# ---- spw_ulight_clock_sel_seq ----
spw_ulight_clock_sel_seq, metal layers overlaid:
Only two layers are drawn.
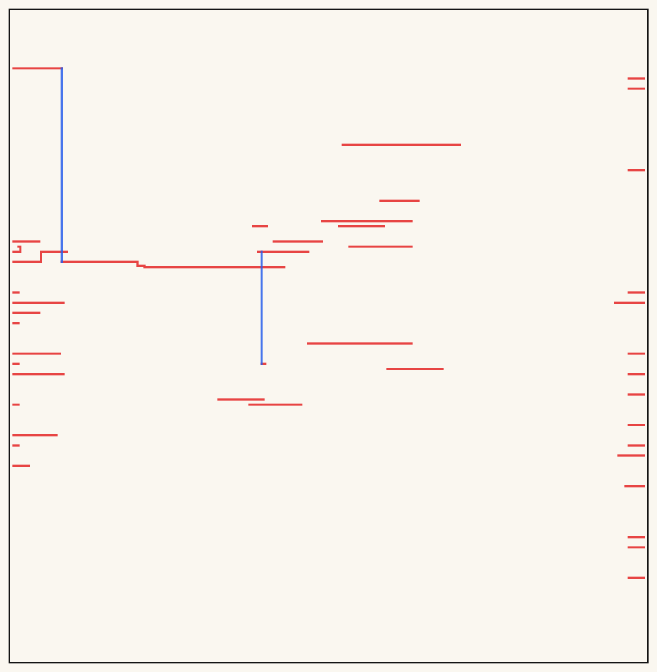
spw_ulight_clock_sel_seq, sequential cells grouped by signal name:
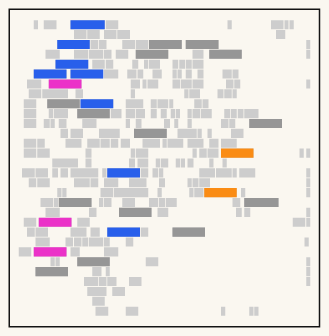
spw_ulight_clock_sel_seq, I/O pins on the die edge:
Pins as bars across the die edge, other pins in gray.
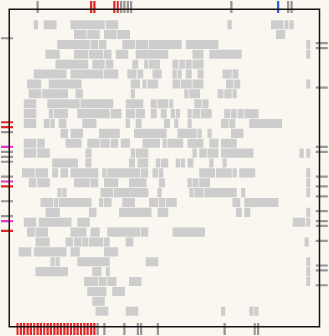
--- src/rtl/spw_ulight_clock_sel_seq.sv ---
// Avalon-MM clock-select port: switches out_port behind a gated, guard-timed
// sequence (gate off, guard, apply select, guard, gate on) so the link clock mux never glitches.
module spw_ulight_clock_sel_seq #(
  parameter int unsigned WIDTH = 3,
  parameter int unsigned GUARD_W = 8,
  parameter logic [WIDTH-1:0] RESET_VALUE = '0,
  parameter logic [GUARD_W-1:0] GUARD_RESET = GUARD_W'(16)
) (
  input  logic             clk,
  input  logic             reset_n,
  input  logic [2:0]       address,
  input  logic             chipselect,
  input  logic             write_n,
  input  logic [31:0]      writedata,
  output logic [31:0]      readdata,
  output logic [WIDTH-1:0] out_port,
  output logic             out_en,
  output logic             irq
);

  typedef enum logic [1:0] {IDLE, PRE, POST} state_t;

  state_t             state, state_nxt;
  logic [WIDTH-1:0]   target, next_target, out_port_nxt;
  logic [GUARD_W-1:0] guard, cnt, cnt_nxt;
  logic               out_en_nxt, done_set, done, irq_en, wr;
  logic               unused_wd;

  assign wr        = chipselect & ~write_n;
  assign unused_wd = ^writedata;

  always_comb begin
    next_target = target;
    if (wr) begin
      case (address)
        3'd0:    next_target = writedata[WIDTH-1:0];
        3'd4:    next_target = target | writedata[WIDTH-1:0];
        3'd5:    next_target = target & ~writedata[WIDTH-1:0];
        default: next_target = target;
      endcase
    end
  end

  // Selection is compared against the in-flight write so a switch can start,
  // retarget or restart on the very edge the host changes its mind.
  always_comb begin
    state_nxt    = state;
    cnt_nxt      = cnt;
    out_port_nxt = out_port;
    out_en_nxt   = out_en;
    done_set     = 1'b0;
    case (state)
      IDLE: begin
        if (next_target != out_port) begin
          state_nxt  = PRE;
          out_en_nxt = 1'b0;
          cnt_nxt    = guard;
        end
      end
      PRE: begin
        if (cnt != '0) begin
          cnt_nxt = cnt - GUARD_W'(1);
        end else begin
          out_port_nxt = next_target;
          cnt_nxt      = guard;
          state_nxt    = POST;
        end
      end
      POST: begin
        if (cnt != '0) begin
          cnt_nxt = cnt - GUARD_W'(1);
        end else if (next_target != out_port) begin
          state_nxt = PRE;
          cnt_nxt   = guard;
        end else begin
          state_nxt  = IDLE;
          out_en_nxt = 1'b1;
          done_set   = 1'b1;
        end
      end
      default: state_nxt = IDLE;
    endcase
  end

  always_ff @(posedge clk or negedge reset_n) begin
    if (!reset_n) begin
      state    <= IDLE;
      target   <= RESET_VALUE;
      out_port <= RESET_VALUE;
      out_en   <= 1'b1;
      cnt      <= '0;
      guard    <= GUARD_RESET;
      irq_en   <= 1'b0;
      done     <= 1'b0;
    end else begin
      state    <= state_nxt;
      target   <= next_target;
      out_port <= out_port_nxt;
      out_en   <= out_en_nxt;
      cnt      <= cnt_nxt;
      if (wr && address == 3'd2) guard <= writedata[GUARD_W-1:0];
      if (wr && address == 3'd3) irq_en <= writedata[0];
      if (done_set) done <= 1'b1;
      else if (wr && address == 3'd1 && writedata[1]) done <= 1'b0;
    end
  end

  always_comb begin
    readdata = '0;
    case (address)
      3'd0: readdata = 32'(target);
      3'd1: readdata = 32'({out_port, 8'h00}) | {30'd0, done, state != IDLE};
      3'd2: readdata = 32'(guard);
      3'd3: readdata = {31'd0, irq_en};
      default: readdata = '0;
    endcase
  end

  assign irq = done & irq_en;

endmodule

--- config.mk ---
export PLATFORM = sky130hd
export DESIGN_NAME = spw_ulight_clock_sel_seq
export DESIGN_NICKNAME = d
export VERILOG_FILES = /design/src/rtl/spw_ulight_clock_sel_seq.sv
export SDC_FILE = /design/constraint.sdc
export NUM_CORES = 1
export LEC_CHECK = 0
export CORE_AREA = 2 2 83 85
export CTS_CLUSTER_SIZE = 40
export DETAILED_ROUTE_END_ITERATION = 8
export DIE_AREA = 0 0 85 87
export PLACE_DENSITY_LB_ADDON = 0.3
export SYNTH_ARGS = -nofsm -noshare
export SYNTH_HDL_FRONTEND = slang
export SYNTH_SLANG_ARGS = --single-unit
export TNS_END_PERCENT = 100
--- constraint.sdc ---
create_clock -name clk -period 4.48 [get_ports clk]
set_clock_uncertainty 0.05 [all_clocks]
set_input_delay 0.896 -clock clk [delete_from_list [all_inputs] [get_ports clk]]
set_output_delay 0.896 -clock clk [all_outputs]
set_load 0.02 [all_outputs]
==> run summary <==
OpenROAD warning count: 54
CP max FO: 8
P per Cell Area: 556 nW/µm²
delay-heaviest family, CP: buffers and inverters
R2R Path Start: cnt[2]
Area-dominant class: multi-input combinational cells
M1 wire length: 2480 µm
initial antenna violation count: 0
WL met3: 214 µm
largest net degree at the start of global routing: 28
DP Wirelength: 3860 µm
share of cells above drive strength 1: 0.129
DR top layer: met4
non-filler cells, final: 335
minimum clock period: 3.79 ns
sequential portion of the cell area: 0.277
status: finished clean
area of the core: 6570 µm²
# fillers: 682
Max VDD drop: 0.219 mV
Area contributors post-synth: dfrtp_1 29%, buf_4 7.8%, mux2_2 6.4%
leakage power: 1.06 nW
NumNets Final: 301
CP max stage cell: clkdlybuf4s50_1
ys async rst share: 1.00
RSZ-0062 raised after global routing: no
GR Layer Usage met3: 0.0199
About 'metal layers overlaid' of spw_ulight_clock_sel_seq:
red -> metal 3  # wire length 215 µm
blue -> metal 4  # wire length 40.8 µm
Total GRT Usage: 0.152
WL final: 5220 µm

About 'sequential cells grouped by signal name' of spw_ulight_clock_sel_seq:
blue -> guard  # flops 8
orange -> state  # flops 2
magenta -> out_port  # flops 3
not colored = 14
Sequential Area: 678 µm²
utilization of the core after routing: 0.373
Seq. pwr: 0.421 mW

About 'I/O pins on the die edge' of spw_ulight_clock_sel_seq:
magenta -> out_port  # pins 3, direction output, edge left
blue -> reset_n  # pins 1, direction input, edge top
red -> writedata  # pins 32, direction input, edge 24 bottom, 4 left, 4 top
all pins by edge = 33 bottom, 15 left, 15 right, 13 top
# port buffers: 30
Die H: 87 µm
Die Wd: 85 µm

-- power by group --
group / internal [mW] / switching (mW) / total, mW / leakage [nW]
Combinational: 0.351 / 0.446 / 0.797 / 0.697
Clock: 0.0626 / 0.0834 / 0.146 / 0.0255
Sequential: 0.326 / 0.0945 / 0.421 / 0.336
-- state kept, by name (all words and copies together), names as in the netlist --
| register | flops |
|---|---|
| out_port | 3 |
| irq_en | 1 |
| state | 2 |
| target | 3 |
| done | 1 |
| cnt | 8 |
| out_en | 1 |
| guard | 8 |

# ---- ball_split_ctrl_flat ----
===== config.mk =====
export PLATFORM = sky130hd
export DESIGN_NAME = ball_split_ctrl_flat
export DESIGN_NICKNAME = d
export VERILOG_FILES = /design/src/rtl/ball_split_ctrl_if.sv /design/src/rtl/ball_split_ctrl.sv /design/src/flat_wrapper.sv
export SDC_FILE = /design/constraint.sdc
export NUM_CORES = 1
export LEC_CHECK = 0
export CAP_MARGIN = 20
export CORE_MARGIN = 2
export CORE_UTILIZATION = 55
export DETAILED_ROUTE_END_ITERATION = 7
export PLACE_DENSITY_LB_ADDON = 0.12
export SKIP_LAST_GASP = 1
export SYNTH_ARGS = -nofsm -noshare
export SYNTH_HDL_FRONTEND = slang
export SYNTH_SLANG_ARGS = --single-unit
export TNS_END_PERCENT = 30

===== constraint.sdc =====
create_clock -name clk -period 9.45 [get_ports clk]
set_input_delay 1.4175 -clock clk [delete_from_list [all_inputs] [get_ports clk]]
set_output_delay 1.4175 -clock clk [all_outputs]
set_load 0.03 [all_outputs]

===== src/rtl/ball_split_ctrl_if.sv =====
// Spawn channel from the split controller to the ball-slot allocator.
// The controller holds a child descriptor valid until the allocator takes it.
interface ball_split_ctrl_if #(
    parameter int SPEED_W = 16,
    parameter int LEVEL_W = 3
);
    logic                      spawn_valid;
    logic                      spawn_ready;
    logic signed [SPEED_W-1:0] child_xspeed;
    logic signed [SPEED_W-1:0] child_yspeed;
    logic        [LEVEL_W-1:0] child_level;
    logic        [2:0]         child_idx;

    modport master (
        output spawn_valid,
        output child_xspeed,
        output child_yspeed,
        output child_level,
        output child_idx,
        input  spawn_ready
    );

    modport slave (
        input  spawn_valid,
        input  child_xspeed,
        input  child_yspeed,
        input  child_level,
        input  child_idx,
        output spawn_ready
    );
endinterface


===== src/rtl/ball_split_ctrl.sv =====
// Splits a hit ball into NUM_CHILDREN children offered one by one to the slot allocator.
// Optional macro SPLIT_DROP_CNT_EN adds drop_cnt, a saturating count of hits ignored while busy.
module ball_split_ctrl #(
    parameter int NUM_CHILDREN = 2,
    parameter int SPEED_W      = 16,
    parameter int LEVEL_W      = 3,
    parameter int X_STEP       = 16,
    parameter int MIN_YSPEED   = 64,
    parameter int MAX_XSPEED   = 512
) (
    input  logic                      clk,
    input  logic                      resetN,
    input  logic                      hit,
    input  logic signed [SPEED_W-1:0] parent_xspeed,
    input  logic signed [SPEED_W-1:0] parent_yspeed,
    input  logic        [LEVEL_W-1:0] parent_level,
    ball_split_ctrl_if.master         spawn,
    output logic                      busy,
    output logic                      pop,
    output logic                      done
`ifdef SPLIT_DROP_CNT_EN
    ,
    output logic [7:0]                drop_cnt
`endif
);

    localparam int                  MAG_W    = SPEED_W + 8;
    localparam logic [2:0]          LAST_IDX = 3'(NUM_CHILDREN - 1);
    localparam logic [SPEED_W:0]    ONE_X    = (SPEED_W + 1)'(1);
    localparam logic [MAG_W-1:0]    MAX_MAG  = MAG_W'(MAX_XSPEED);
    localparam logic [MAG_W-1:0]    STEP_MAG = MAG_W'(X_STEP);
    localparam logic signed [SPEED_W-1:0] MIN_Y   = SPEED_W'(MIN_YSPEED);
    localparam logic signed [SPEED_W-1:0] S_MOST_NEG = {1'b1, {(SPEED_W - 1){1'b0}}};
    localparam logic signed [SPEED_W-1:0] S_MOST_POS = {1'b0, {(SPEED_W - 1){1'b1}}};

    typedef enum logic [1:0] {
        IDLE,
        LOAD,
        EMIT,
        DONE
    } state_t;

    state_t                    state;
    logic signed [SPEED_W-1:0] lat_x;
    logic signed [SPEED_W-1:0] lat_y;
    logic        [LEVEL_W-1:0] lat_level;
    logic        [2:0]         idx;

    logic        [2:0]         next_idx;
    logic        [SPEED_W:0]   abs_x;
    logic        [MAG_W-1:0]   mag_raw;
    logic        [MAG_W-1:0]   mag;
    logic signed [SPEED_W-1:0] mag_s;
    logic signed [SPEED_W-1:0] x_next;
    logic signed [SPEED_W-1:0] abs_y;
    logic signed [SPEED_W-1:0] up_y;
    logic signed [SPEED_W-1:0] y_next;

    // Descriptor of the child about to be presented: idx 0 from LOAD, idx+1 after an accept.
    always_comb begin
        next_idx = (state == EMIT) ? (idx + 3'd1) : 3'd0;
        abs_x    = lat_x[SPEED_W-1] ? ({1'b0, ~lat_x} + ONE_X) : {1'b0, lat_x};
        mag_raw  = MAG_W'(abs_x) + MAG_W'(next_idx >> 1) * STEP_MAG;
        mag      = (mag_raw > MAX_MAG) ? MAX_MAG : mag_raw;
        mag_s    = $signed(SPEED_W'(mag));
        x_next   = (lat_x[SPEED_W-1] ^ next_idx[0]) ? -mag_s : mag_s;
        abs_y    = (lat_y == S_MOST_NEG) ? S_MOST_POS
                 : (lat_y[SPEED_W-1] ? -lat_y : lat_y);
        up_y     = (abs_y < MIN_Y) ? MIN_Y : abs_y;
        y_next   = -up_y;
    end

    always_ff @(posedge clk or negedge resetN) begin
        if (!resetN) begin
            state              <= IDLE;
            lat_x              <= '0;
            lat_y              <= '0;
            lat_level          <= '0;
            idx                <= '0;
            busy               <= 1'b0;
            pop                <= 1'b0;
            done               <= 1'b0;
            spawn.spawn_valid  <= 1'b0;
            spawn.child_xspeed <= '0;
            spawn.child_yspeed <= '0;
            spawn.child_level  <= '0;
            spawn.child_idx    <= '0;
        end else begin
            pop  <= 1'b0;
            done <= 1'b0;
            case (state)
                IDLE: begin
                    if (hit) begin
                        if (parent_level == '0) begin
                            pop <= 1'b1;
                        end else begin
                            lat_x     <= parent_xspeed;
                            lat_y     <= parent_yspeed;
                            lat_level <= parent_level;
                            busy      <= 1'b1;
                            state     <= LOAD;
                        end
                    end
                end
                LOAD: begin
                    idx                <= next_idx;
                    spawn.spawn_valid  <= 1'b1;
                    spawn.child_xspeed <= x_next;
                    spawn.child_yspeed <= y_next;
                    spawn.child_level  <= lat_level - LEVEL_W'(1);
                    spawn.child_idx    <= next_idx;
                    state              <= EMIT;
                end
                EMIT: begin
                    // Fields only move on an accept, so the allocator sees a stable offer.
                    if (spawn.spawn_valid && spawn.spawn_ready) begin
                        if (idx == LAST_IDX) begin
                            spawn.spawn_valid <= 1'b0;
                            busy              <= 1'b0;
                            done              <= 1'b1;
                            state             <= DONE;
                        end else begin
                            idx                <= next_idx;
                            spawn.child_xspeed <= x_next;
                            spawn.child_yspeed <= y_next;
                            spawn.child_idx    <= next_idx;
                        end
                    end
                end
                DONE: begin
                    state <= IDLE;
                end
                default: begin
                    state <= IDLE;
                end
            endcase
        end
    end

`ifdef SPLIT_DROP_CNT_EN
    always_ff @(posedge clk or negedge resetN) begin
        if (!resetN) begin
            drop_cnt <= 8'd0;
        end else if (hit && (state == LOAD || state == EMIT) && (drop_cnt != 8'hFF)) begin
            drop_cnt <= drop_cnt + 8'd1;
        end
    end
`endif

endmodule


===== src/flat_wrapper.sv =====
// flat-port wrapper written by rule: the top's interface ports become plain ports
module ball_split_ctrl_flat 
#(
    parameter int NUM_CHILDREN = 2,
    parameter int SPEED_W      = 16,
    parameter int LEVEL_W      = 3,
    parameter int X_STEP       = 16,
    parameter int MIN_YSPEED   = 64,
    parameter int MAX_XSPEED   = 512
)
  (clk, resetN, hit, parent_xspeed, parent_yspeed, parent_level, busy, pop, done, spawn_spawn_valid, spawn_child_xspeed, spawn_child_yspeed, spawn_child_level, spawn_child_idx, spawn_spawn_ready);
  ball_split_ctrl_if #(.SPEED_W(SPEED_W), .LEVEL_W(LEVEL_W)) spawn_i ();
  input  logic clk;
  input  logic resetN;
  input  logic hit;
  input  logic signed [SPEED_W-1:0] parent_xspeed;
  input  logic signed [SPEED_W-1:0] parent_yspeed;
  input  logic        [LEVEL_W-1:0] parent_level;
  output logic busy;
  output logic pop;
  output logic done;
  output wire logic [$bits(spawn_i.spawn_valid)-1:0] spawn_spawn_valid;
  output wire logic [$bits(spawn_i.child_xspeed)-1:0] spawn_child_xspeed;
  output wire logic [$bits(spawn_i.child_yspeed)-1:0] spawn_child_yspeed;
  output wire logic [$bits(spawn_i.child_level)-1:0] spawn_child_level;
  output wire logic [$bits(spawn_i.child_idx)-1:0] spawn_child_idx;
  input wire logic [$bits(spawn_i.spawn_ready)-1:0] spawn_spawn_ready;
  assign spawn_spawn_valid = spawn_i.spawn_valid;
  assign spawn_child_xspeed = spawn_i.child_xspeed;
  assign spawn_child_yspeed = spawn_i.child_yspeed;
  assign spawn_child_level = spawn_i.child_level;
  assign spawn_child_idx = spawn_i.child_idx;
  assign spawn_i.spawn_ready = spawn_spawn_ready;
  ball_split_ctrl #(.NUM_CHILDREN(NUM_CHILDREN), .SPEED_W(SPEED_W), .LEVEL_W(LEVEL_W), .X_STEP(X_STEP), .MIN_YSPEED(MIN_YSPEED), .MAX_XSPEED(MAX_XSPEED)) u_core (.clk(clk), .resetN(resetN), .hit(hit), .parent_xspeed(parent_xspeed), .parent_yspeed(parent_yspeed), .parent_level(parent_level), .spawn(spawn_i), .busy(busy), .pop(pop), .done(done));
endmodule

==> run summary <==
WP depth: 18
max_slew headroom: 0.336
Fmax: 205 MHz
Area contributors post-synth: dfrtp_1 37%, mux2_2 8.3%, o21ai_0 4.3%
Post-synth EDFFs: 0
reg2reg setup slack: 4.58 ns
chip area: 10500 µm²
HP Class: flop to flop
Net Count, Synth: 624
Setup violations, final: 0
cts hold-fix bufs: 0
Yosys top cell by area: dfrtp_1
GRT overflow: 0
number of global-route vias before repair: 4220
status: finished clean
[layout make-up]
type,instances,area (µm²)
clock inverter,7,80.1
multi-input combinational,434,3060
inverter,22,82.6
sequential,79,1980
timing repair buffer,83,841
clock buffer,9,124
tap,129,161
fill,788,3000
[registers in the layout (all words and copies together) (netlist names), 2 cells and up]
| register | flops |
|---|---|
| u_core.spawn.child_level | 3 |
| u_core.lat_x | 16 |
| u_core.state | 2 |
| u_core.spawn.child_yspeed | 16 |
| u_core.spawn.child_idx | 3 |
| u_core.lat_level | 3 |
| u_core.spawn.child_xspeed | 16 |
| u_core.lat_y | 16 |
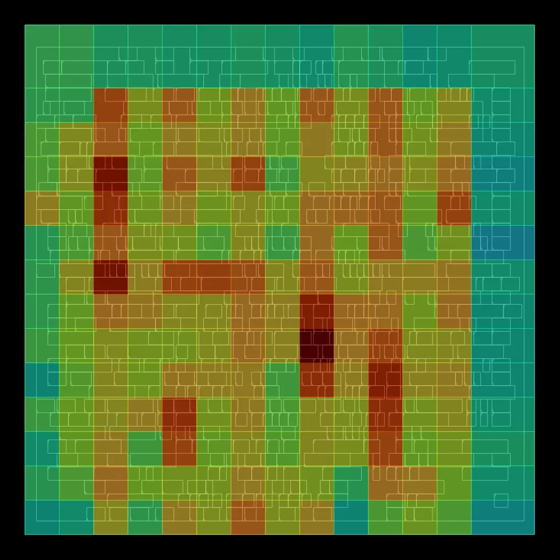
ball_split_ctrl_flat: track usage over the die
utilization of the core after routing: 0.678
met2 GRT Util: 0.347
met1 Resource Use GR: 0.362
Total GRT Usage: 0.235
grt peak-use layer: met1


# ---- reg_dump_reader ----
reg_dump_reader, the metal 3 layer:
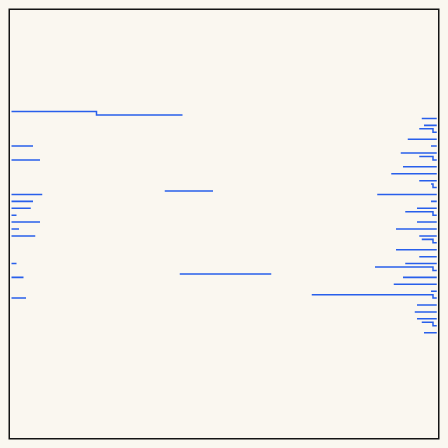
reg_dump_reader, track usage over the die:
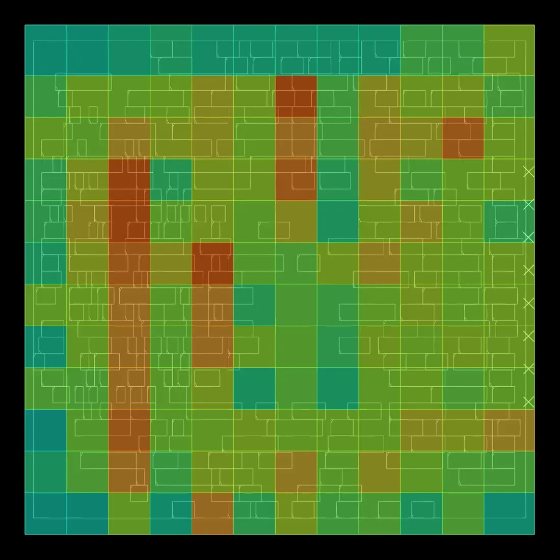
## src/rtl/riscv_pkg.sv

```systemverilog
// Shared definitions for the register-dump reader: default geometry of the
// scanned register file and the dump FSM state encoding.
// Optional feature macro: REG_DUMP_CHECKSUM_EN (adds the CSUM state and the
// trailing XOR checksum word).
package riscv_pkg;

  localparam int DEF_NUM_REGS   = 32;
  localparam int DEF_DATA_WIDTH = 32;
  localparam int DEF_ADDR_WIDTH = 5;

`ifdef REG_DUMP_CHECKSUM_EN
  localparam bit CHECKSUM_EN = 1'b1;

  typedef enum logic [2:0] {
    S_IDLE = 3'd0,
    S_READ = 3'd1,
    S_SEND = 3'd2,
    S_CSUM = 3'd3,
    S_DONE = 3'd4
  } dump_state_t;
`else
  localparam bit CHECKSUM_EN = 1'b0;

  typedef enum logic [2:0] {
    S_IDLE = 3'd0,
    S_READ = 3'd1,
    S_SEND = 3'd2,
    S_DONE = 3'd4
  } dump_state_t;
`endif

endpackage : riscv_pkg

```

## src/rtl/reg_dump_reader.sv

```systemverilog
// Register-dump reader: walks register indices 0..NUM_REGS-1, reads each one
// through a combinational register-file port and streams it out over a
// valid/ready interface, then pulses done.
// Optional feature macro: REG_DUMP_CHECKSUM_EN appends the XOR of all streamed
// words as a final word (out_idx = 0, out_last = 1).
// NUM_REGS must not exceed 2**ADDR_WIDTH; the index never wraps.
module reg_dump_reader
  import riscv_pkg::*;
#(
  parameter int NUM_REGS   = DEF_NUM_REGS,
  parameter int DATA_WIDTH = DEF_DATA_WIDTH,
  parameter int ADDR_WIDTH = DEF_ADDR_WIDTH
) (
  input  logic                  clk,
  input  logic                  reset,
  input  logic                  start,
  input  logic                  abort,
  output logic [ADDR_WIDTH-1:0] rf_addr,
  input  logic [DATA_WIDTH-1:0] rf_data,
  output logic                  out_valid,
  input  logic                  out_ready,
  output logic [DATA_WIDTH-1:0] out_data,
  output logic [ADDR_WIDTH-1:0] out_idx,
  output logic                  out_last,
  output logic                  busy,
  output logic                  done
);

  localparam logic [ADDR_WIDTH-1:0] LAST_IDX = ADDR_WIDTH'(NUM_REGS - 1);

  dump_state_t state;
  dump_state_t state_next;

  logic [ADDR_WIDTH-1:0] index;   // register currently being read/sent
  logic [DATA_WIDTH-1:0] data_q;  // captured register word
  logic [ADDR_WIDTH-1:0] idx_q;   // index that data_q came from

  logic idx_clr;    // return index (and checksum) to zero
  logic idx_inc;    // advance to the next register
  logic word_load;  // capture rf_data into the output word registers

`ifdef REG_DUMP_CHECKSUM_EN
  logic [DATA_WIDTH-1:0] csum_q;  // running XOR of every word read this dump
`endif

  // State register; reset drops any dump in progress immediately.
  // NOTE: sequential state is always written with <= so every flop samples
  // the pre-edge values of its neighbours, independent of block ordering.
  always_ff @(posedge clk or posedge reset) begin
    if (reset) begin
      state <= S_IDLE;
    end else begin
      state <= state_next;
    end
  end

  // Next-state, datapath controls and stream outputs.
  // NOTE: every signal written here gets a default first, so no path through
  // the case statement can leave one unassigned and infer a latch.
  always_comb begin
    state_next = state;
    idx_clr    = 1'b0;
    idx_inc    = 1'b0;
    word_load  = 1'b0;
    out_valid  = 1'b0;
    out_last   = 1'b0;
    out_data   = data_q;
    out_idx    = idx_q;

    unique case (state)
      S_IDLE: begin
        if (start) begin
          state_next = S_READ;
        end
      end

      S_READ: begin
        word_load  = 1'b1;
        state_next = S_SEND;
      end

      S_SEND: begin
        out_valid = 1'b1;
`ifndef REG_DUMP_CHECKSUM_EN
        out_last  = (idx_q == LAST_IDX);
`endif
        if (out_ready) begin
          if (index == LAST_IDX) begin
`ifdef REG_DUMP_CHECKSUM_EN
            state_next = S_CSUM;
`else
            state_next = S_DONE;
`endif
          end else begin
            idx_inc    = 1'b1;
            state_next = S_READ;
          end
        end
      end

`ifdef REG_DUMP_CHECKSUM_EN
      S_CSUM: begin
        out_valid = 1'b1;
        out_last  = 1'b1;
        out_data  = csum_q;
        out_idx   = '0;
        if (out_ready) begin
          state_next = S_DONE;
        end
      end
`endif

      S_DONE: begin
        state_next = S_IDLE;
      end

      default: begin
        state_next = S_IDLE;
      end
    endcase

    // Abort overrides everything, including a same-cycle handshake.
    if (abort && (state != S_IDLE)) begin
      state_next = S_IDLE;
      idx_inc    = 1'b0;
      word_load  = 1'b0;
    end

    // Index sits at zero throughout IDLE and is zero on entry to a new dump.
    if ((state == S_IDLE) || (state_next == S_IDLE)) begin
      idx_clr = 1'b1;
    end
  end

  // Index counter and captured output word.
  // NOTE: the datapath registers are reset too, because out_data/out_idx are
  // architecturally visible and must read zero while reset is held.
  always_ff @(posedge clk or posedge reset) begin
    if (reset) begin
      index  <= '0;
      data_q <= '0;
      idx_q  <= '0;
    end else begin
      if (idx_clr) begin
        index <= '0;
      end else if (idx_inc) begin
        index <= index + ADDR_WIDTH'(1);
      end
      if (word_load) begin
        data_q <= rf_data;
        idx_q  <= index;
      end
    end
  end

`ifdef REG_DUMP_CHECKSUM_EN
  // Running checksum over the words captured in this dump.
  always_ff @(posedge clk or posedge reset) begin
    if (reset) begin
      csum_q <= '0;
    end else if (idx_clr) begin
      csum_q <= '0;
    end else if (word_load) begin
      csum_q <= csum_q ^ rf_data;
    end
  end
`endif

  // Status and register-file address decode.
  always_comb begin
    rf_addr = index;
    busy    = (state != S_IDLE);
    done    = (state == S_DONE);
  end

endmodule : reg_dump_reader
```

## config.mk

```make
export PLATFORM = sky130hd
export DESIGN_NAME = reg_dump_reader
export DESIGN_NICKNAME = d
export VERILOG_FILES = /design/src/rtl/riscv_pkg.sv /design/src/rtl/reg_dump_reader.sv
export SDC_FILE = /design/constraint.sdc
export NUM_CORES = 1
export LEC_CHECK = 0
export ABC_AREA = 1
export CAP_MARGIN = 20
export CELL_PAD_IN_SITES_DETAIL_PLACEMENT = 1
export CELL_PAD_IN_SITES_GLOBAL_PLACEMENT = 1
export CORE_UTILIZATION = 30
export DETAILED_ROUTE_END_ITERATION = 10
export PLACE_DENSITY = 0.88
export SLEW_MARGIN = 5
export SYNTH_ARGS = -nofsm -noshare
export SYNTH_HDL_FRONTEND = slang
export SYNTH_SLANG_ARGS = --single-unit
```

## constraint.sdc

```tcl
create_clock -name clk -period 1.6 [get_ports clk]
set_input_delay 0.24 -clock clk [delete_from_list [all_inputs] [get_ports clk]]
set_output_delay 0.24 -clock clk [all_outputs]
set_load 0.02 [all_outputs]
```

==> run summary <==
status: complete, but fails checks
failing checks: DRC, setup timing
Resized cells post-CTS: 25
Max Cap Violations: 0
P_comb: 2.96 mW
DR DRC count: 17
critical path required time: 1.84 ns
R2R Path Start: rf_addr[1]
mux share: 0.252
Worst Setup Slack, final: -0.0751 ns
NumNets Final: 292
Non-clk bufs: 99
TritonCTS clock tree: yes
Gate power share: 0.531
Setup violations, final: 4
About 'the metal 3 layer' of reg_dump_reader:
share of all routed wire = 5.1%
main direction = horizontal
wire length on this layer = 272 µm
GR Layer Usage met3: 0.0364
WL final: 5300 µm
via count: 1506

About 'track usage over the die' of reg_dump_reader:
Total GRT Usage: 0.153
grt peak-use layer: met2
Routed wire per std cell: 16.0 µm

## state kept, by name (all words and copies together) (netlist names)
signal    count
rf_addr       5
state         3
out_data     32
out_idx       5
## metal layers
metal / GRT usage / wire length (µm) / vias to the layer above
li1: - / - / 701
met1: 0.199 / 2320 / 754
met2: 0.259 / 2690 / 49
met3: 0.0364 / 271 / 2
met4: 0.0329 / 16 / 0
met5: 0 / 0 / -

Power and IR drop assume default switching activity.
